# ---- block 1 ----
Block 1, signal metal coverage by tile:
36 x 36 tiles, from white (low) to dark blue (high), scaled to the fullest tile. Values are wire area over tile area, all layers added.
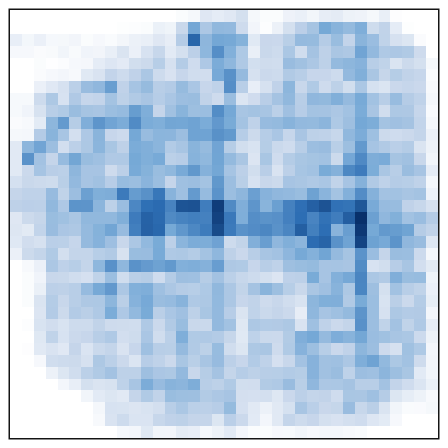

$ cat src/rtl/sched_sequencer_if.sv
// Host-side bundle of the schedule sequencer: control loading, run control,
// buffer toggles and status.
interface sched_sequencer_if #(
    parameter int NUM_BUFF   = 12,
    parameter int MAX_PERIOD = 64,
    parameter int ITER_W     = 16
);
    localparam int CW = 2 * NUM_BUFF;
    localparam int PW = $clog2(MAX_PERIOD + 1);

    logic [CW-1:0]       ctrl_in;
    logic                load_ctrl;
    logic                load_clr;
    logic [PW-1:0]       period;
    logic [ITER_W-1:0]   iter_count;
    logic                start_ctrl;
    logic                stop_ctrl;
    logic [NUM_BUFF-1:0] buff_wr_toggle;
    logic [NUM_BUFF-1:0] buff_rd_toggle;
    logic                busy;
    logic                iter_done;
    logic                run_done;
    logic                load_full;
    logic                start_err;
    logic                load_err;

    modport master (
        output ctrl_in, load_ctrl, load_clr, period, iter_count,
        output start_ctrl, stop_ctrl,
        input  buff_wr_toggle, buff_rd_toggle, busy, iter_done,
        input  run_done, load_full, start_err, load_err
    );

    modport slave (
        input  ctrl_in, load_ctrl, load_clr, period, iter_count,
        input  start_ctrl, stop_ctrl,
        output buff_wr_toggle, buff_rd_toggle, busy, iter_done,
        output run_done, load_full, start_err, load_err
    );
endinterface

$ cat src/rtl/sched_sequencer.sv
// Schedule sequencer: loads a table of toggle words, then replays it one
// word per clock for a number of iterations or until a graceful stop.
module sched_sequencer #(
    parameter int NUM_BUFF   = 12,
    parameter int MAX_PERIOD = 64,
    parameter int ITER_W     = 16
) (
    input logic              clk,
    input logic              rst,
    sched_sequencer_if.slave bus
);
    localparam int CW = 2 * NUM_BUFF;
    localparam int AW = $clog2(MAX_PERIOD);
    localparam int PW = $clog2(MAX_PERIOD + 1);

    typedef enum logic [1:0] {IDLE, RUN, STOPPING} state_t;

    state_t              state, state_nx;
    logic [CW-1:0]       mem [MAX_PERIOD];
    logic [PW-1:0]       wr_ptr, per_q;
    logic [AW-1:0]       rd_addr;
    logic [ITER_W-1:0]   iter_q, remaining;
    logic [CW-1:0]       word;
    logic [NUM_BUFF-1:0] word_wr, word_rd;
    logic idle, full, req, start_ok, start_bad, wr_en, last, finish;

    always_comb begin
        idle      = (state == IDLE);
        full      = (wr_ptr == PW'(MAX_PERIOD));
        req       = idle && bus.start_ctrl && !bus.stop_ctrl;
        start_ok  = req && (bus.period != '0) && (bus.period <= wr_ptr);
        start_bad = req && ((bus.period == '0) || (bus.period > wr_ptr));
        wr_en     = idle && !bus.load_clr && bus.load_ctrl && !full;
        last      = (PW'(rd_addr) == per_q - PW'(1));
        // A stop only takes effect at the end of the iteration in flight
        finish    = !idle && last &&
                    ((state == STOPPING) ||
                     ((iter_q != '0) && (remaining == ITER_W'(1))));
        word      = mem[rd_addr];
        for (int i = 0; i < NUM_BUFF; i++) begin
            word_wr[i] = word[2*i];
            word_rd[i] = word[2*i+1];
        end
    end

    always_comb begin
        state_nx = state;
        unique case (state)
            IDLE:     if (start_ok) state_nx = RUN;
            RUN:      if (finish) state_nx = IDLE;
                      else if (bus.stop_ctrl) state_nx = STOPPING;
            STOPPING: if (finish) state_nx = IDLE;
            default:  state_nx = IDLE;
        endcase
    end

    always_ff @(posedge clk or negedge rst) begin
        if (!rst) state <= IDLE;
        else      state <= state_nx;
    end

    always_ff @(posedge clk) begin
        if (wr_en) mem[wr_ptr[AW-1:0]] <= bus.ctrl_in;
    end

    always_ff @(posedge clk or negedge rst) begin
        if (!rst) begin
            wr_ptr             <= '0;
            per_q              <= '0;
            iter_q             <= '0;
            remaining          <= '0;
            rd_addr            <= '0;
            bus.buff_wr_toggle <= '0;
            bus.buff_rd_toggle <= '0;
            bus.busy           <= 1'b0;
            bus.iter_done      <= 1'b0;
            bus.run_done       <= 1'b0;
            bus.load_full      <= 1'b0;
            bus.start_err      <= 1'b0;
            bus.load_err       <= 1'b0;
        end else begin
            if (idle && bus.load_clr) begin
                wr_ptr       <= '0;
                bus.load_err <= 1'b0;
            end else if (bus.load_ctrl) begin
                if (wr_en) wr_ptr       <= wr_ptr + PW'(1);
                else       bus.load_err <= 1'b1;
            end
            bus.load_full <= idle && bus.load_clr ? 1'b0
                           : (wr_en ? (wr_ptr == PW'(MAX_PERIOD - 1)) : full);
            bus.start_err <= start_bad;
            if (start_ok) begin
                per_q     <= bus.period;
                iter_q    <= bus.iter_count;
                remaining <= bus.iter_count;
                rd_addr   <= '0;
            end else if (!idle) begin
                rd_addr <= last ? '0 : rd_addr + AW'(1);
                if (last && (iter_q != '0) && (remaining != '0))
                    remaining <= remaining - ITER_W'(1);
            end
            bus.busy <= start_ok || !idle;
            if (!idle) begin
                bus.buff_wr_toggle <= word_wr;
                bus.buff_rd_toggle <= word_rd;
                bus.iter_done      <= last;
                bus.run_done       <= finish;
            end else begin
                bus.buff_wr_toggle <= '0;
                bus.buff_rd_toggle <= '0;
                bus.iter_done      <= 1'b0;
                bus.run_done       <= 1'b0;
            end
        end
    end
endmodule

$ cat src/flat_wrapper.sv
// flat-port wrapper written by rule: the top's interface ports become plain ports
module sched_sequencer_flat 
#(
    parameter int NUM_BUFF   = 12,
    parameter int MAX_PERIOD = 64,
    parameter int ITER_W     = 16
)
  (clk, rst, bus_ctrl_in, bus_load_ctrl, bus_load_clr, bus_period, bus_iter_count, bus_start_ctrl, bus_stop_ctrl, bus_buff_wr_toggle, bus_buff_rd_toggle, bus_busy, bus_iter_done, bus_run_done, bus_load_full, bus_start_err, bus_load_err);
  sched_sequencer_if #(.NUM_BUFF(NUM_BUFF), .MAX_PERIOD(MAX_PERIOD), .ITER_W(ITER_W)) bus_i ();
  input logic clk;
  input logic rst;
  input wire logic [$bits(bus_i.ctrl_in)-1:0] bus_ctrl_in;
  input wire logic [$bits(bus_i.load_ctrl)-1:0] bus_load_ctrl;
  input wire logic [$bits(bus_i.load_clr)-1:0] bus_load_clr;
  input wire logic [$bits(bus_i.period)-1:0] bus_period;
  input wire logic [$bits(bus_i.iter_count)-1:0] bus_iter_count;
  input wire logic [$bits(bus_i.start_ctrl)-1:0] bus_start_ctrl;
  input wire logic [$bits(bus_i.stop_ctrl)-1:0] bus_stop_ctrl;
  output wire logic [$bits(bus_i.buff_wr_toggle)-1:0] bus_buff_wr_toggle;
  output wire logic [$bits(bus_i.buff_rd_toggle)-1:0] bus_buff_rd_toggle;
  output wire logic [$bits(bus_i.busy)-1:0] bus_busy;
  output wire logic [$bits(bus_i.iter_done)-1:0] bus_iter_done;
  output wire logic [$bits(bus_i.run_done)-1:0] bus_run_done;
  output wire logic [$bits(bus_i.load_full)-1:0] bus_load_full;
  output wire logic [$bits(bus_i.start_err)-1:0] bus_start_err;
  output wire logic [$bits(bus_i.load_err)-1:0] bus_load_err;
  assign bus_i.ctrl_in = bus_ctrl_in;
  assign bus_i.load_ctrl = bus_load_ctrl;
  assign bus_i.load_clr = bus_load_clr;
  assign bus_i.period = bus_period;
  assign bus_i.iter_count = bus_iter_count;
  assign bus_i.start_ctrl = bus_start_ctrl;
  assign bus_i.stop_ctrl = bus_stop_ctrl;
  assign bus_buff_wr_toggle = bus_i.buff_wr_toggle;
  assign bus_buff_rd_toggle = bus_i.buff_rd_toggle;
  assign bus_busy = bus_i.busy;
  assign bus_iter_done = bus_i.iter_done;
  assign bus_run_done = bus_i.run_done;
  assign bus_load_full = bus_i.load_full;
  assign bus_start_err = bus_i.start_err;
  assign bus_load_err = bus_i.load_err;
  sched_sequencer #(.NUM_BUFF(NUM_BUFF), .MAX_PERIOD(MAX_PERIOD), .ITER_W(ITER_W)) u_core (.clk(clk), .rst(rst), .bus(bus_i));
endmodule
$ cat config.mk
export PLATFORM = sky130hd
export DESIGN_NAME = sched_sequencer_flat
export DESIGN_NICKNAME = d
export VERILOG_FILES = /design/src/rtl/sched_sequencer_if.sv /design/src/rtl/sched_sequencer.sv /design/src/flat_wrapper.sv
export SDC_FILE = /design/constraint.sdc
export NUM_CORES = 2
export LEC_CHECK = 0
export CAP_MARGIN = 15
export CORE_MARGIN = 2
export CORE_UTILIZATION = 50
export DETAILED_ROUTE_END_ITERATION = 16
export GPL_ROUTABILITY_DRIVEN = 0
export PLACE_DENSITY_LB_ADDON = 0.15
export RECOVER_POWER = 100
export SYNTH_ARGS = -nofsm -noshare
export SYNTH_HDL_FRONTEND = slang
export SYNTH_SLANG_ARGS = --single-unit
$ cat constraint.sdc
create_clock -name clk -period 4.4 [get_ports clk]
set_input_delay 0.88 -clock clk [delete_from_list [all_inputs] [get_ports clk]]
set_output_delay 0.88 -clock clk [all_outputs]
set_load 0.02 [all_outputs]
# ---- block 2 ----
File: src/rtl/dbf_ch_dynfocus.sv
// Per-channel DBF element: coarse/fine delay, apodisation, round/saturate, dynamic focus.
// Optional macro DBF_FINE_INTERP_EN enables the linear-interpolation fine delay.
module dbf_ch_dynfocus #(
    parameter int INPUT_WD = 14,
    parameter int APO_WD   = 16,
    parameter int CD_WD    = 6,
    parameter int FRAC_WD  = 4,
    parameter int ADDR_WD  = 8,
    parameter int ZONE_LEN = 32,
    parameter int OUT_WD   = 32,
    parameter int SHIFT    = 15
) (
    input  logic                     clk,
    input  logic                     rst_n,
    input  logic                     start,
    input  logic                     tx_en,
    input  logic [INPUT_WD-1:0]      ch_in,
    input  logic [APO_WD-1:0]        apo_din,
    input  logic                     lut_we,
    input  logic [ADDR_WD-1:0]       lut_waddr,
    input  logic [CD_WD+FRAC_WD-1:0] lut_wdata,
    output logic [OUT_WD-1:0]        dout,
    output logic                     dout_valid,
    output logic [INPUT_WD-1:0]      cd_dout,
    output logic                     busy
);
    localparam int DEPTH     = 2 ** CD_WD;
    localparam int LW        = CD_WD + FRAC_WD;
    localparam int CNT_WD    = CD_WD + 1;
    localparam int ZC_WD     = (ZONE_LEN > 1) ? $clog2(ZONE_LEN) : 1;
    localparam int YW        = INPUT_WD + 1;
    localparam int PW        = YW + APO_WD;
    localparam int RW        = PW + 1;
    localparam int SW        = ((RW > OUT_WD) ? RW : OUT_WD) + 1;
    localparam int FLUSH_LEN = 5;

    localparam logic [CD_WD-1:0] CMAX = CD_WD'(DEPTH - 2);
    localparam logic signed [RW-1:0] RND = RW'((2 ** SHIFT) >> 1);
    localparam logic signed [SW-1:0] OMAX =
        {{(SW-OUT_WD+1){1'b0}}, {(OUT_WD-1){1'b1}}};
    localparam logic signed [SW-1:0] OMIN = ~OMAX;

    typedef enum logic [1:0] {
        S_IDLE,
        S_RUN,
        S_FLUSH
    } state_t;

    state_t              state_q, state_d;
    logic [2:0]          flush_cnt_q, flush_cnt_d;
    logic [CD_WD-1:0]    wr_ptr_q, wr_ptr_d;
    logic [CNT_WD-1:0]   sample_cnt_q, sample_cnt_d;
    logic [ZC_WD-1:0]    zone_cnt_q, zone_cnt_d;
    logic [ADDR_WD-1:0]  zone_addr_q, zone_addr_d;
    logic                accept;
    logic                clr;

    logic [INPUT_WD-1:0] buf_mem [DEPTH];
    logic [LW-1:0]       lut_mem [2**ADDR_WD];
    logic [LW-1:0]       lut_rd;
    logic [CD_WD-1:0]    coarse_c;
    logic [CD_WD-1:0]    rd0;
    logic [INPUT_WD-1:0] x0;

    logic                s1_valid_q, s1_valid_d;
    logic [CD_WD-1:0]    s1_ptr_q, s1_ptr_d;
    logic [CNT_WD-1:0]   s1_cnt_q, s1_cnt_d;
    logic [CD_WD-1:0]    s1_coarse_q, s1_coarse_d;

    logic                       s2_valid_q, s2_valid_d;
    logic signed [INPUT_WD-1:0] s2_x0_q, s2_x0_d;

    logic                 s3_valid_q, s3_valid_d;
    logic signed [YW-1:0] s3_y_q, s3_y_d;

    logic                 s4_valid_q, s4_valid_d;
    logic signed [PW-1:0] s4_p_q, s4_p_d;

    logic [OUT_WD-1:0]    dout_q, dout_d;
    logic                 dout_valid_q, dout_valid_d;

    logic signed [RW-1:0] rnd_c;
    logic signed [RW-1:0] shr_c;
    logic signed [SW-1:0] ext_c;
    logic signed [SW-1:0] sat_c;

`ifdef DBF_FINE_INTERP_EN
    localparam int FIW = YW + FRAC_WD + 1;
    logic [FRAC_WD-1:0]         s1_frac_q, s1_frac_d;
    logic [FRAC_WD-1:0]         s2_frac_q, s2_frac_d;
    logic signed [INPUT_WD-1:0] s2_x1_q, s2_x1_d;
    logic [CD_WD-1:0]           rd1;
    logic [INPUT_WD-1:0]        x1;
    logic signed [FIW-1:0]      x0_e, x1_e, fr_e, prod_f;
`else
    logic unused_frac;
    assign unused_frac = ^lut_rd[FRAC_WD-1:0];
`endif

    always_comb begin : fsm
        state_d      = state_q;
        flush_cnt_d  = flush_cnt_q;
        wr_ptr_d     = wr_ptr_q;
        sample_cnt_d = sample_cnt_q;
        zone_cnt_d   = zone_cnt_q;
        zone_addr_d  = zone_addr_q;
        accept       = 1'b0;
        clr          = 1'b0;
        unique case (state_q)
            S_IDLE: begin
                if (start) begin
                    state_d = S_RUN;
                    clr     = 1'b1;
                end
            end
            S_RUN: begin
                if (!start) begin
                    state_d     = S_FLUSH;
                    flush_cnt_d = '0;
                end else if (!tx_en) begin
                    accept = 1'b1;
                end
            end
            S_FLUSH: begin
                if (flush_cnt_q == 3'(FLUSH_LEN - 1)) begin
                    state_d = start ? S_RUN : S_IDLE;
                    clr     = start;
                end else begin
                    flush_cnt_d = flush_cnt_q + 3'd1;
                end
            end
            default: state_d = S_IDLE;
        endcase
        if (clr) begin
            wr_ptr_d     = '0;
            sample_cnt_d = '0;
            zone_cnt_d   = '0;
            zone_addr_d  = '0;
        end else if (accept) begin
            wr_ptr_d = wr_ptr_q + CD_WD'(1);
            if (sample_cnt_q != CNT_WD'(DEPTH))
                sample_cnt_d = sample_cnt_q + CNT_WD'(1);
            // the last zone holds rather than wrapping back to zone 0
            if (zone_cnt_q == ZC_WD'(ZONE_LEN - 1)) begin
                zone_cnt_d = '0;
                if (zone_addr_q != '1)
                    zone_addr_d = zone_addr_q + ADDR_WD'(1);
            end else begin
                zone_cnt_d = zone_cnt_q + ZC_WD'(1);
            end
        end
    end

    always_comb begin : pipe
        lut_rd   = lut_mem[zone_addr_q];
        coarse_c = (lut_rd[LW-1:FRAC_WD] > CMAX) ? CMAX
                                                 : lut_rd[LW-1:FRAC_WD];

        s1_valid_d  = accept;
        s1_ptr_d    = wr_ptr_q;
        s1_cnt_d    = sample_cnt_q;
        s1_coarse_d = coarse_c;

        // taps before sample 0 of this acquisition are masked, not cleared
        rd0 = s1_ptr_q - s1_coarse_q;
        x0  = (s1_cnt_q >= {1'b0, s1_coarse_q}) ? buf_mem[rd0] : '0;

        s2_valid_d = s1_valid_q;
        s2_x0_d    = s1_valid_q ? x0 : s2_x0_q;

`ifdef DBF_FINE_INTERP_EN
        s1_frac_d = lut_rd[FRAC_WD-1:0];
        rd1       = rd0 - CD_WD'(1);
        x1        = (s1_cnt_q > {1'b0, s1_coarse_q}) ? buf_mem[rd1] : '0;
        s2_x1_d   = s1_valid_q ? x1 : s2_x1_q;
        s2_frac_d = s1_valid_q ? s1_frac_q : s2_frac_q;

        x0_e   = FIW'(s2_x0_q);
        x1_e   = FIW'(s2_x1_q);
        fr_e   = FIW'({1'b0, s2_frac_q});
        prod_f = (x1_e - x0_e) * fr_e;
        s3_y_d = YW'(x0_e + (prod_f >>> FRAC_WD));
`else
        s3_y_d = YW'(s2_x0_q);
`endif
        s3_valid_d = s2_valid_q;

        s4_valid_d = s3_valid_q;
        s4_p_d     = PW'(s3_y_q) * PW'($signed(apo_din));

        rnd_c = RW'(s4_p_q) + RND;
        shr_c = rnd_c >>> SHIFT;
        ext_c = SW'(shr_c);
        if (ext_c > OMAX)
            sat_c = OMAX;
        else if (ext_c < OMIN)
            sat_c = OMIN;
        else
            sat_c = ext_c;

        dout_valid_d = s4_valid_q;
        dout_d       = s4_valid_q ? OUT_WD'(sat_c) : '0;
    end

    always_ff @(posedge clk) begin
        if (accept)
            buf_mem[wr_ptr_q] <= ch_in;
    end

    always_ff @(posedge clk) begin
        if (lut_we)
            lut_mem[lut_waddr] <= lut_wdata;
    end

    always_ff @(posedge clk or negedge rst_n) begin
        if (!rst_n) begin
            state_q      <= S_IDLE;
            flush_cnt_q  <= '0;
            wr_ptr_q     <= '0;
            sample_cnt_q <= '0;
            zone_cnt_q   <= '0;
            zone_addr_q  <= '0;
            s1_valid_q   <= 1'b0;
            s1_ptr_q     <= '0;
            s1_cnt_q     <= '0;
            s1_coarse_q  <= '0;
            s2_valid_q   <= 1'b0;
            s2_x0_q      <= '0;
            s3_valid_q   <= 1'b0;
            s3_y_q       <= '0;
            s4_valid_q   <= 1'b0;
            s4_p_q       <= '0;
            dout_q       <= '0;
            dout_valid_q <= 1'b0;
        end else begin
            state_q      <= state_d;
            flush_cnt_q  <= flush_cnt_d;
            wr_ptr_q     <= wr_ptr_d;
            sample_cnt_q <= sample_cnt_d;
            zone_cnt_q   <= zone_cnt_d;
            zone_addr_q  <= zone_addr_d;
            s1_valid_q   <= s1_valid_d;
            s1_ptr_q     <= s1_ptr_d;
            s1_cnt_q     <= s1_cnt_d;
            s1_coarse_q  <= s1_coarse_d;
            s2_valid_q   <= s2_valid_d;
            s2_x0_q      <= s2_x0_d;
            s3_valid_q   <= s3_valid_d;
            s3_y_q       <= s3_y_d;
            s4_valid_q   <= s4_valid_d;
            s4_p_q       <= s4_p_d;
            dout_q       <= dout_d;
            dout_valid_q <= dout_valid_d;
        end
    end

`ifdef DBF_FINE_INTERP_EN
    always_ff @(posedge clk or negedge rst_n) begin
        if (!rst_n) begin
            s1_frac_q <= '0;
            s2_frac_q <= '0;
            s2_x1_q   <= '0;
        end else begin
            s1_frac_q <= s1_frac_d;
            s2_frac_q <= s2_frac_d;
            s2_x1_q   <= s2_x1_d;
        end
    end
`endif

    assign dout       = dout_q;
    assign dout_valid = dout_valid_q;
    assign cd_dout    = s2_x0_q;
    assign busy       = (state_q != S_IDLE);

endmodule

File: config.mk
export PLATFORM = sky130hd
export DESIGN_NAME = dbf_ch_dynfocus
export DESIGN_NICKNAME = d
export VERILOG_FILES = /design/src/rtl/dbf_ch_dynfocus.sv
export SDC_FILE = /design/constraint.sdc
export NUM_CORES = 2
export LEC_CHECK = 0
export CORE_MARGIN = 4
export CORE_UTILIZATION = 60
export CTS_CLUSTER_DIAMETER = 80
export DETAILED_ROUTE_END_ITERATION = 10
export GPL_TIMING_DRIVEN = 0
export PLACE_DENSITY = 0.76
export SYNTH_ARGS = -nofsm -noshare
export SYNTH_HDL_FRONTEND = slang
export SYNTH_SLANG_ARGS = --single-unit
export TNS_END_PERCENT = 5
File: constraint.sdc
create_clock -name clk -period 12.62 [get_ports clk]
set_input_delay 2.524 -clock clk [delete_from_list [all_inputs] [get_ports clk]]
set_output_delay 2.524 -clock clk [all_outputs]
set_load 0.005 [all_outputs]
# ---- block 3 ----
### config.mk
export PLATFORM = sky130hd
export DESIGN_NAME = riscv_data_mem_lsu
export DESIGN_NICKNAME = d
export VERILOG_FILES = /design/src/rtl/riscv_pkg.sv /design/src/rtl/riscv_lsu_lane_align.sv /design/src/rtl/riscv_data_mem_lsu.sv
export SDC_FILE = /design/constraint.sdc
export NUM_CORES = 1
export LEC_CHECK = 0
export CORE_MARGIN = 4
export CORE_UTILIZATION = 45
export CTS_CLUSTER_DIAMETER = 40
export DETAILED_ROUTE_END_ITERATION = 10
export PLACE_DENSITY_LB_ADDON = 0.2
export REMOVE_ABC_BUFFERS = 1
export SYNTH_ARGS = -nofsm -noshare
export SYNTH_HDL_FRONTEND = slang
export SYNTH_HIERARCHICAL = 1
export SYNTH_SLANG_ARGS = --single-unit
### constraint.sdc
create_clock -name clk -period 3.5 [get_ports clk]
set_input_delay 1.05 -clock clk [delete_from_list [all_inputs] [get_ports clk]]
set_output_delay 1.05 -clock clk [all_outputs]
set_load 0.03 [all_outputs]
### src/rtl/riscv_pkg.sv
// Shared types and constants for the RISC-V data-memory load/store unit.
//   lsu_size_t          : access size as encoded on lsu_size_i
//   lsu_state_t         : LSU control FSM state encoding
//   LSU_TIMEOUT_DEFAULT : default cycle budget per memory beat
//   is_misaligned()     : true when an access crosses a 32-bit word boundary
package riscv_pkg;

   typedef enum logic [1:0] {
      Byte_Access     = 2'b00,
      Halfword_Access = 2'b01,
      Word_Access     = 2'b10,
      Reserved        = 2'b11   // behaves as a word access
   } lsu_size_t;

   typedef enum logic [1:0] {
      IDLE  = 2'b00,
      ISSUE = 2'b01,
      WAIT  = 2'b10,
      DONE  = 2'b11
   } lsu_state_t;

   localparam int LSU_TIMEOUT_DEFAULT = 16;

   function automatic logic is_misaligned(input lsu_size_t size, input logic [1:0] off);
      case (size)
         Byte_Access:     return 1'b0;
         Halfword_Access: return (off == 2'd3);
         default:         return (off != 2'd0);
      endcase
   endfunction

endpackage

### src/rtl/riscv_lsu_lane_align.sv
// Combinational byte-lane steering for the LSU.
//   size_i, off_i, zero_ext_i : access size, address[1:0], load extension mode
//   wdata_i                   : right-aligned store data
//   rdata_lo_i / rdata_hi_i   : word read at the aligned address / at address+4
//   be_lo_o / be_hi_o         : byte enables for the first / second word
//   wdata_lo_o / wdata_hi_o   : lane-shifted store data for the first / second word
//   rdata_o                   : right-aligned, zero- or sign-extended load data
// The hi outputs and rdata_hi_i only matter when an access spans two words.
module riscv_lsu_lane_align
   import riscv_pkg::*;
(
   input  lsu_size_t   size_i,
   input  logic [1:0]  off_i,
   input  logic        zero_ext_i,
   input  logic [31:0] wdata_i,
   input  logic [31:0] rdata_lo_i,
   input  logic [31:0] rdata_hi_i,
   output logic [3:0]  be_lo_o,
   output logic [3:0]  be_hi_o,
   output logic [31:0] wdata_lo_o,
   output logic [31:0] wdata_hi_o,
   output logic [31:0] rdata_o
);

   logic [4:0]  lane_sh;
   logic [3:0]  be_base;
   logic [7:0]  be_wide;
   logic [63:0] wdata_wide;
   logic [31:0] rd_sh;

   always_comb begin
      lane_sh = {off_i, 3'b000};

      case (size_i)
         Byte_Access:     be_base = 4'b0001;
         Halfword_Access: be_base = 4'b0011;
         default:         be_base = 4'b1111;
      endcase

      // Shifting into an 8-lane / 64-bit window lets a word-crossing access
      // spill its upper lanes into the second word.
      be_wide               = {4'b0000, be_base} << off_i;
      {be_hi_o, be_lo_o}    = be_wide;
      wdata_wide            = {32'd0, wdata_i} << lane_sh;
      {wdata_hi_o, wdata_lo_o} = wdata_wide;

      // Bytes above the access size are replaced by the extension below, so
      // whatever the hi word contributes for a single-word access is harmless.
      rd_sh = 32'({rdata_hi_i, rdata_lo_i} >> lane_sh);

      case (size_i)
         Byte_Access:     rdata_o = {{24{~zero_ext_i & rd_sh[7]}},  rd_sh[7:0]};
         Halfword_Access: rdata_o = {{16{~zero_ext_i & rd_sh[15]}}, rd_sh[15:0]};
         default:         rdata_o = rd_sh;
      endcase
   end

endmodule

### src/rtl/riscv_data_mem_lsu.sv
// RISC-V data-memory load/store unit: takes one core access at a time, runs a
// request/grant + response handshake with memory and returns extended load
// data with a one-cycle done pulse.
//   Core side   : lsu_req_i, lsu_addr_i, lsu_size_i, lsu_wr_i, lsu_wdata_i,
//                 lsu_zero_extnd_i -> lsu_busy_o, lsu_done_o, lsu_rdata_o, lsu_err_o
//   Memory side : mem_req_o, mem_addr_o, mem_be_o, mem_wr_o, mem_wdata_o
//                 <- mem_gnt_i, mem_rvalid_i, mem_rdata_i
// Each beat (ISSUE + WAIT) may take at most TIMEOUT_CYC cycles; on expiry the
// access ends with lsu_err_o=1 and lsu_rdata_o=0.
// Build option: define RISCV_LSU_MISALIGN_SPLIT_EN to run word-crossing
// accesses as two beats; otherwise they complete immediately with an error.
module riscv_data_mem_lsu
   import riscv_pkg::*;
#(
   parameter int ADDR_W      = 32,
   parameter int TIMEOUT_CYC = LSU_TIMEOUT_DEFAULT
) (
   input  logic              clk,
   input  logic              reset_n,
   input  logic              lsu_req_i,
   input  logic [ADDR_W-1:0] lsu_addr_i,
   input  logic [1:0]        lsu_size_i,
   input  logic              lsu_wr_i,
   input  logic [31:0]       lsu_wdata_i,
   input  logic              lsu_zero_extnd_i,
   output logic              lsu_busy_o,
   output logic              lsu_done_o,
   output logic [31:0]       lsu_rdata_o,
   output logic              lsu_err_o,
   output logic              mem_req_o,
   output logic [ADDR_W-1:0] mem_addr_o,
   output logic [3:0]        mem_be_o,
   output logic              mem_wr_o,
   output logic [31:0]       mem_wdata_o,
   input  logic              mem_gnt_i,
   input  logic              mem_rvalid_i,
   input  logic [31:0]       mem_rdata_i
);

   localparam int                CNT_W    = $clog2(TIMEOUT_CYC + 1);
   localparam logic [CNT_W-1:0]  CNT_LAST = CNT_W'(TIMEOUT_CYC - 1);
   localparam logic [CNT_W-1:0]  CNT_ONE  = CNT_W'(1);
   localparam logic [ADDR_W-3:0] WORD_ONE = (ADDR_W-2)'(1);

   lsu_state_t        state_q, state_d;
   logic [CNT_W-1:0]  cnt_q, cnt_d;
   logic [ADDR_W-1:0] addr_q, addr_d;
   lsu_size_t         size_q, size_d;
   logic              wr_q, wr_d;
   logic [31:0]       wdata_q, wdata_d;
   logic              zext_q, zext_d;
   logic [31:0]       rdata_q, rdata_d;
   logic              err_q, err_d;

   logic              second_beat;
   logic              timeout_hit;
   logic [31:0]       rd_lo;
   logic [3:0]        be_lo, be_hi;
   logic [31:0]       wdata_lo, wdata_hi, rd_ext;

`ifdef RISCV_LSU_MISALIGN_SPLIT_EN
   logic              beat_q, beat_d;   // 1 while running the address+4 beat
   logic [31:0]       lo_q, lo_d;       // first-beat read data awaiting merge
   logic              misaligned;

   assign misaligned  = is_misaligned(size_q, addr_q[1:0]);
   assign second_beat = beat_q;
   assign rd_lo       = beat_q ? lo_q : mem_rdata_i;
`else
   assign second_beat = 1'b0;
   assign rd_lo       = mem_rdata_i;
`endif

   // Counter is not cleared between ISSUE and WAIT: the budget covers the beat.
   assign timeout_hit = (cnt_q >= CNT_LAST);

   riscv_lsu_lane_align u_lane_align (
      .size_i     (size_q),
      .off_i      (addr_q[1:0]),
      .zero_ext_i (zext_q),
      .wdata_i    (wdata_q),
      .rdata_lo_i (rd_lo),
      .rdata_hi_i (mem_rdata_i),
      .be_lo_o    (be_lo),
      .be_hi_o    (be_hi),
      .wdata_lo_o (wdata_lo),
      .wdata_hi_o (wdata_hi),
      .rdata_o    (rd_ext)
   );

   always_comb begin
      // NOTE: every variable gets a default before the case so no path leaves
      // it unassigned, which would otherwise infer a latch.
      state_d = state_q;
      cnt_d   = cnt_q;
      addr_d  = addr_q;
      size_d  = size_q;
      wr_d    = wr_q;
      wdata_d = wdata_q;
      zext_d  = zext_q;
      rdata_d = rdata_q;
      err_d   = err_q;
`ifdef RISCV_LSU_MISALIGN_SPLIT_EN
      beat_d  = beat_q;
      lo_d    = lo_q;
`endif

      case (state_q)
         IDLE: begin
            if (lsu_req_i) begin
               addr_d  = lsu_addr_i;
               size_d  = lsu_size_t'(lsu_size_i);
               wr_d    = lsu_wr_i;
               wdata_d = lsu_wdata_i;
               zext_d  = lsu_zero_extnd_i;
               cnt_d   = '0;
               rdata_d = '0;
               err_d   = 1'b0;
               state_d = ISSUE;
`ifdef RISCV_LSU_MISALIGN_SPLIT_EN
               beat_d  = 1'b0;
`else
               if (is_misaligned(lsu_size_t'(lsu_size_i), lsu_addr_i[1:0])) begin
                  err_d   = 1'b1;
                  state_d = DONE;
               end
`endif
            end
         end

         ISSUE: begin
            cnt_d = cnt_q + CNT_ONE;
            if (mem_gnt_i) begin
               state_d = WAIT;
            end else if (timeout_hit) begin
               err_d   = 1'b1;
               rdata_d = '0;
               state_d = DONE;
            end
         end

         WAIT: begin
            cnt_d = cnt_q + CNT_ONE;
            if (mem_rvalid_i) begin
               rdata_d = wr_q ? 32'd0 : rd_ext;
               state_d = DONE;
`ifdef RISCV_LSU_MISALIGN_SPLIT_EN
               if (misaligned && !beat_q) begin
                  lo_d    = mem_rdata_i;
                  beat_d  = 1'b1;
                  cnt_d   = '0;
                  rdata_d = rdata_q;
                  state_d = ISSUE;
               end
`endif
            end else if (timeout_hit) begin
               err_d   = 1'b1;
               rdata_d = '0;
               state_d = DONE;
            end
         end

         DONE:    state_d = IDLE;
         default: state_d = IDLE;
      endcase
   end

   // NOTE: asynchronous reset clears every register, including the in-flight
   // request context, so a late response after reset lands in IDLE and is dropped.
   always_ff @(posedge clk or negedge reset_n) begin
      if (!reset_n) begin
         state_q <= IDLE;
         cnt_q   <= '0;
         addr_q  <= '0;
         size_q  <= Byte_Access;
         wr_q    <= 1'b0;
         wdata_q <= '0;
         zext_q  <= 1'b0;
         rdata_q <= '0;
         err_q   <= 1'b0;
`ifdef RISCV_LSU_MISALIGN_SPLIT_EN
         beat_q  <= 1'b0;
         lo_q    <= '0;
`endif
      end else begin
         // NOTE: non-blocking assignments so all state updates see pre-edge values.
         state_q <= state_d;
         cnt_q   <= cnt_d;
         addr_q  <= addr_d;
         size_q  <= size_d;
         wr_q    <= wr_d;
         wdata_q <= wdata_d;
         zext_q  <= zext_d;
         rdata_q <= rdata_d;
         err_q   <= err_d;
`ifdef RISCV_LSU_MISALIGN_SPLIT_EN
         beat_q  <= beat_d;
         lo_q    <= lo_d;
`endif
      end
   end

   // Memory channel is forced to zero whenever no request is presented.
   always_comb begin
      mem_req_o   = (state_q == ISSUE);
      mem_addr_o  = '0;
      mem_be_o    = '0;
      mem_wdata_o = '0;
      mem_wr_o    = 1'b0;
      if (mem_req_o) begin
         mem_addr_o  = second_beat ? {addr_q[ADDR_W-1:2] + WORD_ONE, 2'b00}
                                   : {addr_q[ADDR_W-1:2], 2'b00};
         mem_be_o    = second_beat ? be_hi : be_lo;
         mem_wdata_o = second_beat ? wdata_hi : wdata_lo;
         mem_wr_o    = wr_q;
      end
      lsu_busy_o  = (state_q == ISSUE) || (state_q == WAIT);
      lsu_done_o  = (state_q == DONE);
      lsu_rdata_o = lsu_done_o ? rdata_q : 32'd0;
      lsu_err_o   = lsu_done_o ? err_q : 1'b0;
   end

endmodule

# ---- block 4 ----
<file path="config.mk">
export PLATFORM = sky130hd
export DESIGN_NAME = lab3_converter_state_diagram
export DESIGN_NICKNAME = d
export VERILOG_FILES = /design/src/rtl/lab3_converter_state_diagram.sv
export SDC_FILE = /design/constraint.sdc
export NUM_CORES = 1
export LEC_CHECK = 0
export CAP_MARGIN = 30
export CORE_AREA = 2 2 39 41
export CTS_BUF_LIST = sky130_fd_sc_hd__clkbuf_2 sky130_fd_sc_hd__clkbuf_4 sky130_fd_sc_hd__clkbuf_8
export CTS_CLUSTER_DIAMETER = 50
export CTS_CLUSTER_SIZE = 24
export DETAILED_ROUTE_END_ITERATION = 8
export DIE_AREA = 0 0 41 43
export GPL_ROUTABILITY_DRIVEN = 0
export PLACE_DENSITY_LB_ADDON = 0.25
export SLEW_MARGIN = 20
export SYNTH_ARGS = -nofsm -noshare
export SYNTH_HDL_FRONTEND = slang
export SYNTH_SLANG_ARGS = --single-unit
</file>
<file path="constraint.sdc">
create_clock -name Clk -period 1.1 [get_ports Clk]
set_input_delay 0.11 -clock Clk [delete_from_list [all_inputs] [get_ports Clk]]
set_output_delay 0.11 -clock Clk [all_outputs]
set_load 0.1 [all_outputs]
</file>
<file path="src/rtl/lab3_converter_state_diagram.sv">
// rtl/lab3_converter_state_diagram.sv - bit-serial Excess-3 to BCD converter (Mealy FSM)
module lab3_converter_state_diagram (
  input  logic Clk,
  input  logic Rst,
  input  logic X,
  output logic Z
);

  // The state records the bit position in the frame and the pending borrow of (X - 0011).
  typedef enum logic [2:0] {
    S0 = 3'd0,  // bit0
    S1 = 3'd1,  // bit1, no borrow
    S2 = 3'd2,  // bit1, borrow
    S3 = 3'd3,  // bit2, no borrow
    S4 = 3'd4,  // bit2, borrow
    S5 = 3'd5,  // bit3, no borrow
    S6 = 3'd6   // bit3, borrow
  } state_t;

  state_t state, state_next;
  logic   z_fsm;

  always_ff @(posedge Clk or negedge Rst) begin
    if (!Rst) begin
      state <= S0;
    end else begin
      state <= state_next;
    end
  end

  always_comb begin
    state_next = S0;
    z_fsm      = 1'b0;
    case (state)
      S0: begin
        state_next = X ? S1 : S2;
        z_fsm      = ~X;
      end
      S1: begin
        state_next = X ? S3 : S4;
        z_fsm      = ~X;
      end
      S2: begin
        state_next = S4;
        z_fsm      = X;
      end
      S3: begin
        state_next = S5;
        z_fsm      = X;
      end
      S4: begin
        state_next = X ? S5 : S6;
        z_fsm      = ~X;
      end
      S5: begin
        state_next = S0;
        z_fsm      = X;
      end
      S6: begin
        state_next = S0;
        z_fsm      = ~X;
      end
      // The unused encoding falls back to frame start with a quiet output.
      default: begin
        state_next = S0;
        z_fsm      = 1'b0;
      end
    endcase
  end

  assign Z = Rst & z_fsm;

endmodule

</file>
Block 4, a small window of the routed layout:
Bar = 5 µm. Region (10, 20) to (30, 40) µm. Cells in grey, sequential cells in the stronger grey; small squares are vias.
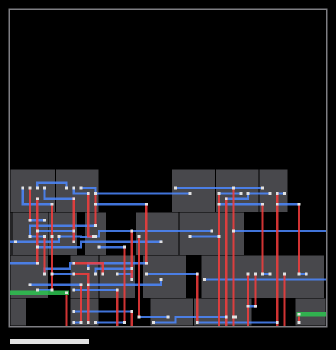
[green] metal 3
[blue] metal 1
[red] metal 2
sequential cells in the window: 0
cells with their middle in the window: 19
most frequent: buf_4 (4), a21oi_1 (2)

==> run notes, block 4 <==
Implementation results are summarized by area below.

Power and ir drop
Per the OpenROAD power report, leakage power amounts to roughly 0.15 nW. The flow reported a cell area power density of ~3000 nW/µm². The total power of the final layout is ~980 µW.

Final layout
By area, the class that comes first in the final layout consists of logic gates. The fraction of cell area in multi-input combinational cells is reported as 32.6%. The combinational gate area is 106 µm². By instance count after routing, the leading logic cell types are buf_4 (5), clkbuf_4 (4), dfrtp_1 (3). The commonest non-fill, non-tap cell in the layout is buf_4.

Clock tree
TritonCTS built the clock tree.

Floorplanning
The height of the die is around 43 µm. The width of the die is 41 µm.

Logic synthesis
The cell count after synthesis came out at 17. Looking at the cell usage after synthesis, the top flip-flop cell is dfrtp_1. The flop and latch count out of synthesis is 3.

STA
The final timing report counts setup violations totalling 1. The setup slack of the critical path after layout is -465 ps.

Run
The number of maximum-capacitance violations recorded for the run is 0.

Setup path
The beginning of the critical path is state[2].

Run status
The final reports fail on setup timing. The flow ran to the end, but the final reports show violations.
-- block 4: kinds of logic after synthesis --
family / Yosys count / share of synthesized area [%]
flops: 3 / 42.9
compound gates: 6 / 25.7
buf+inv: 1 / 2.14
simple gates: 7 / 29.3
-- block 4: per-stage QoR --
| step | setup slack (ps) | std cells | cell area [µm²] |
|---|---|---|---|
| 2_1_floorplan | -229 | 17 | 185 |
| 3_3_place_gp | -431 | 41 | 283 |
| 3_5_place_dp | -442 | 41 | 283 |
| 4_1_cts | -475 | 46 | 324 |
| 5_1_grt | -505 | 46 | 327 |
| 6_report | -465 | 46 | 327 |
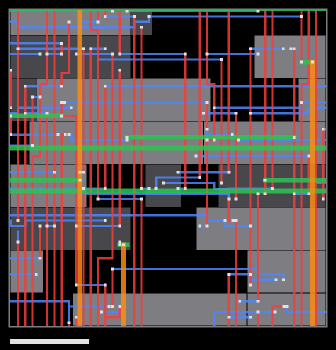
Block 1: a small window of the routed layout
Bar = 5 µm. Region (169, 240) to (189, 260) µm. Cells in grey, sequential cells in the stronger grey; small squares are vias.
[orange] metal 4
[blue] metal 1
[green] metal 3
[red] metal 2
netlist names of flops here include: u_core.mem (5), u_core.rd_addr (1)
most frequent: edfxtp_1 (5), mux4_2 (3)
sequential cells in the window: 6
cells with their middle in the window: 11

## Picture notes: 'signal metal coverage by tile' of block 1
mean over tiles: 0.20
emptiest ninth of the die: bottom left
nearly empty tiles: 7.9%
tiles over half the peak: 12%
overall fraction of global-route tracks in use: 25.0%
routed wirelength normalized by instance count: 31.2 µm
routed wire length: 158000 µm
via total after detailed routing: 31900

==> run notes, block 1 <==
Implementation results are summarized by area below.

Logic synthesis
The main logic family after synthesis is multiplexers. The cell type with the largest total area is edfxtp_1. The register area share after synthesis is between 70 and 80%. Counting distinct cell types in the post-synthesis netlist gives around 58. The stat command in Yosys gives a chip area of about 63000 µm². The xor and xnor area share after synthesis is 0.154%.

Power and ir drop
Dividing total power by cell area gives a power density of 606 nW/µm². The maximum resistive drop on vdd is between 0.4 and 0.5 mV.

Final layout
The proportion of cell area occupied by multi-input gates is 19.2%. The area added between synthesis and finish is 13.7%. The flop share of the area is around two thirds. The area used by sequential logic in the layout is a little under 50000 µm².

The commonest non-fill, non-tap cell in the layout is edfxtp_1. The number of flip-flops in the largest register is 1536. The count of flip-flops and latches is 1620.

The finished layout holds between 5000 and 6000 standard cells, fillers aside. Clock buffers in the final layout number 226.

Min path
The capture endpoint of the worst hold path is u_core.iter_q[7].

Route
According to the report, the first pass of detailed routing completed in 6 iterations. In the detailed route, the total length drawn on met3 is roughly 14000 µm.

GRT
The met3 usage is under 10%. The busiest metal layer after global routing is met1. The initial antenna violation count came to 8. The overall overflow remaining after global route is 0.

STA
In the final report, the number of hold violations comes to 0. The number of max-slew violations in the final report is between 1000 and 1500. Timing would allow up to between 200 and 300 MHz. The clock arrives with between 30 and 40 ps of skew. Checking max transition, the worst relative margin is -126%. The measured slew at the worst slew-check pin is 3390 ps.

Clock tree
The quantity of hold-fixing buffers added after cts is 0. The post-CTS setup-driven buffer insertion count is 0. The H-tree was split into 4 levels.

Setup path
The endpoint identified for the worst register-to-register timing path is u_core.mem[61][17]. The worst setup path is captured at a flop. The largest delay contributor family on the critical path is simple AND/OR/NAND/NOR gates.

The signal arrival time at the worst endpoint is roughly 4300 ps. Per the timing report, the most critical flop-to-flop path originates at u_core.state[0]. The critical path's slowest stage uses the library cell clkbuf_2.

Run status
The checks that failed: capacitance limit, slew limit. The flow ran to the end, but the final reports show violations.

Placed design
The worst slack at placement is 770 ps. The placed wire-length estimate after detailed placement is about 98000 µm. The cell area after placement is roughly 66000 µm².

Run
Across the run, the number of max-cap violations was just over 40.
==> block 1: per-stage QoR <==
step | power [mW] | utilization [%]
CTS | 43.4 | 57.8
floorplan | 25.1 | -
detailed placement | 29.8 | 53.5
global route | 44.6 | 57.4
global placement | 29.6 | 53.5
finish | 43.1 | 57.4
==> block 1: power by group <==
group	switching (mW)	internal, mW	total (mW)
sequential	0.518	17.3	17.8
combinational	6.91	4.74	11.7
clock	5.74	7.90	13.6
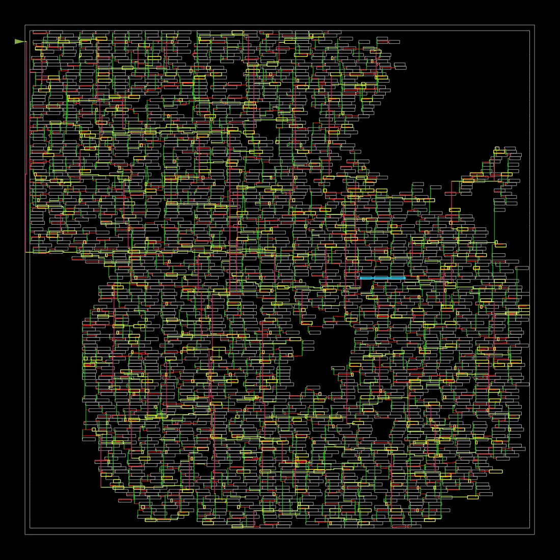
Block 2: clock routing
clock latency at the later pin of the worst-skew pair: 910 ps
Inserted Clock Buffers: 238
Setup Skew: 53.7 ps

==> run notes, block 2 <==
Implementation results are summarized by area below.

Logic synthesis
Per the synthesis report, the number of distinct cell types is roughly 62. The area share of and-or/or-and cells after synthesis is under 10%. The synthesized design contains between 2000 and 2500 enable-type register cells. The area reported by Yosys stat is around 110000 µm². For this design, Yosys synthesis ends with a cell count of 5341.

The gate count of the mapped netlist is around 5300. The synthesis stat section lists a flop and latch total of roughly 2500. The top cell type's share of synthesized area is 68.6%. Counting every net in the synthesized netlist gives approximately 5700. Sorting the synthesized cells by area gives the leading types as edfxtp_1 (69%), mux4_2 (15%), fa_1 (4.1%). By count the netlist is led by edfxtp_1 (2432), mux4_2 (712), nor2_1 (384). In this run the cell area of the synthesized design comes to around 110000 µm². The synthesis run shows multiplexers occupying 15.6% of the cell area.

Placed design
After legalization and detailed placement, the total HPWL measured about 190000 µm. The placement stage leaves a total instance area of around 110000 µm².

Route
For this block, wires on met1 add up to just over 100000 µm. The script parses the final routing iteration and logs DRC violations as 0. The detailed router placed around 57000 vias in this run.

The detail route stage leaves a number of antenna-violating nets equal to 0. The iteration-0 DRC count of the detailed router is roughly 10000.

Run
The max-cap check violation count is 12.

Setup path
The slowest cell on the critical path is clkdlybuf4s50_1. The launch instance of the worst register-to-register path is s3_y_q[3]. For reference, the critical path is captured by s4_p_q[29]. The endpoint of the worst register-to-register path is s4_p_q[29].

Final layout
The register with the most flip-flops in the layout has ~1500 of them. Compared with the post-synthesis result, the final layout area differs by 12.0%. The post-layout instance count excluding filler cells is 8284. The register with the most flip-flops is lut_mem. Among logic cells in the layout, the one with the most instances is edfxtp_1.

The largest registers in the layout are lut_mem x1536, buf_mem x896. The finished cells cover 119000 µm².

GRT
The overall track demand over capacity in global routing is around 33%. The met2 track demand over resource is 47.6%. The busiest metal layer after global routing is met2. The first global-routing pass estimated approximately 430000 µm of wire. Global routing consumed, on the met3 layer, 12.7% of the routing resources. The number of global-route vias before repair is about 57000.

Clock tree
The deepest level of the CTS H-tree is 4. Per the CTS log, the buffer count on the longest clock path is 3. The number of setup buffers added after CTS is 0. The quantity of hold-fixing buffers added after cts is 0.

Min path
The worst hold path terminates at s3_valid_q.

Floorplanning
According to the floorplan report, the placeable core area is 176000 µm². The row count is 154. The share of the core filled by cells before placement is 60.3%. The width of the die is 429 µm.

STA
The post-route minimum period is ~8800 ps. For reference, the final report shows the max-slew violation count at approximately 120.

Power and ir drop
The analysis attributes to net switching a power of around 4.7 mW.

Run status
The run finished, with violations left. The checks that failed: capacitance limit, slew limit.
## block 2: cell type report
type	count	area, µm²	share of cell area [%]
diodes	14	35.0	0.0294
plain buffers	293	1360	1.14
clock buffers	298	6290	5.28
clock inverters	150	1600	1.35
inverters	263	987	0.829
multi-input cells	2238	28300	23.7
flip-flops and latches	2547	75900	63.7
well taps	2340	2930	2.46
repair buffers	141	1750	1.47
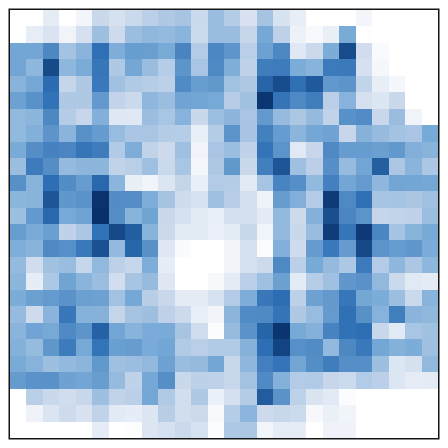
Block 3: signal metal coverage by tile
26 x 26 tiles, from white (low) to dark blue (high), scaled to the fullest tile. Values are wire area over tile area, all layers added.
fullest tile: 0.45
tiles over half the peak: 31%
mean over tiles: 0.17
via total after detailed routing: 5293
routed wire length: 17600 µm

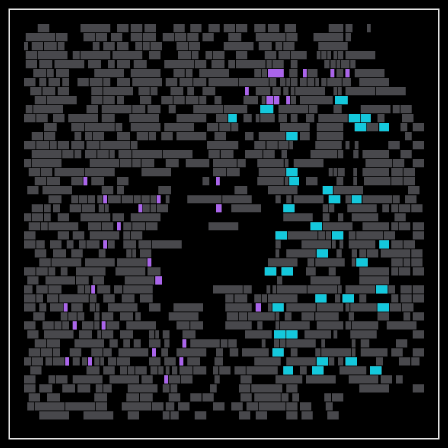
Block 3: gate families picked out
[cyan] non-inverting ao/oa cells | cells: 35
[purple] nor cells | cells: 29
share of the final layout cell area in multi-input gates: 39.7%
most numerous logic cell after layout: clkdlybuf4s50_1

==> run notes, block 3 <==
Implementation results are summarized by area below.

Setup path
In this run the register-to-register setup slack is ~1300 ps. The instance count on the critical path is 6. STA lists the startpoint of the worst register-to-register path as addr_q[0]. The capture point of the critical path is mem_wdata_o[27].

The timing report notes that buffer and inverter cells on the critical path total 2. Among all stages on the critical path, the largest delay is contributed by clkdlybuf4s50_1. In this run the worst path has a maximum fanout of 29.

STA
The setup slack of the critical path after layout is ~190 ps. Between clock sinks in the finished design, the worst skew comes to 10.2 ps. The final layout reports a setup TNS of 0 ps. Setup repair after global routing left no endpoint under its margin.

Counting endpoints that fail hold in the final report gives 0. The post-route minimum period is approximately 3300 ps.

Placed design
Detailed placement reports a standard cell area of about 9000 µm². Once placement completed, the tool counted placed cells totaling around 940.

GRT
The initial antenna violation count is 0. The overall track demand over capacity in global routing is between 20% and 30%. Entering global routing, the biggest net connects 50 pins. The number of global-route vias before repair is ~5400. The first global-routing pass estimated roughly 28000 µm of wire.

Power and ir drop
In this run switching power makes up 42.1% of total power. The power drawn by the combinational cells is between 4 and 5 mW. The internal power component is 4.38 mW. Per report_power, the Sequential row totals approximately 2.1 mW. The dominant power group is combinational logic.

Floorplanning
The die covers between 15000 and 20000 µm². The core region is 14500 µm². The share of the core area taken by cells at floorplan is a little under half.

Logic synthesis
The combined area of all synthesized cells is 6610 µm².

Route
The first detailed-routing pass took 5 iterations. The script logs the mean routed wire length per placed instance as ~18 µm.

Final layout
After routing the design area is ~9100 µm². The diode insertion count for antenna repair is 0. The utilization after layout is 62.8%.

Ranked by total area, the top cell class in this layout is logic gates. In the finished layout, the clock tree contains a buffer count of 10. Cells with a size suffix above 1 make up around 24% of the layout. Measured on the final layout, the clock distribution area share stands at approximately 3.2%.

Clock tree
The CTS tree is built. As reported, the later end of the worst-skew pair has a clock insertion delay of approximately 350 ps. The post-CTS resize count is 0. The deepest level of the CTS H-tree is 3.

Min path
Along the worst hold path, the cell count comes to 1. Per the hold report, the tightest min-delay path originates at rdata_q[29].

Run status
The flow ran to the end, and the final reports show no timing, DRC or antenna violations.
==> block 3: registers in the layout, summed over array words and instances (netlist names) <==
name,cells
addr_q,32
cnt_q,5
err_q,1
rdata_q,32
size_q,2
state_q,2
wdata_q,32
wr_q,1
zext_q,1
==> block 3: per-layer routing <==
metal  routed length (µm)  up-vias  global-route usage [%]  share of wire, %
met5                    0        -                       0                 0
met4                  229        0                    6.24               1.3
met3                 1570       13                    6.55               8.9
met2                 8420      200                    33.7                48
met1                 7350     2637                    28.3                42
li1                     -     2443                       -                 -

==> screenshots <==
I/O pins on the die edge.
panel A
Bar = 100 µm. Pins as bars across the die edge, other pins in grey.
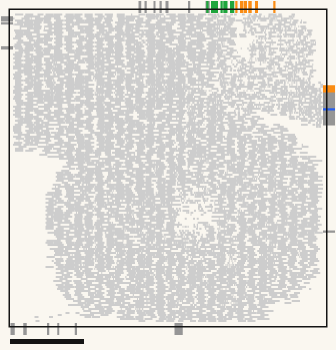
panel B
Bar = 50 µm. Pins as bars across the die edge, other pins in grey.
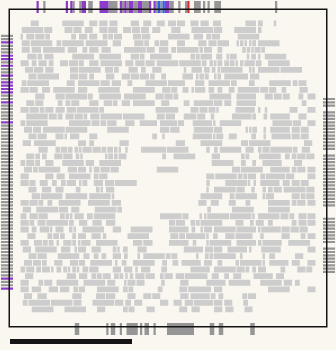
panel C
Bar = 100 µm. Pins as bars across the die edge, other pins in grey.
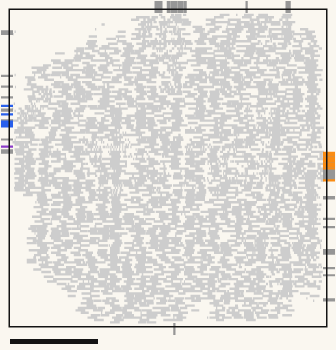
The one with the smallest die is panel B.
The one with the largest die is panel A.
| from | picture |
|---|---|
| block 2 | panel A |
| block 1 | panel C |
| block 3 | panel B |


Power is estimated from default activity; no workload was simulated.
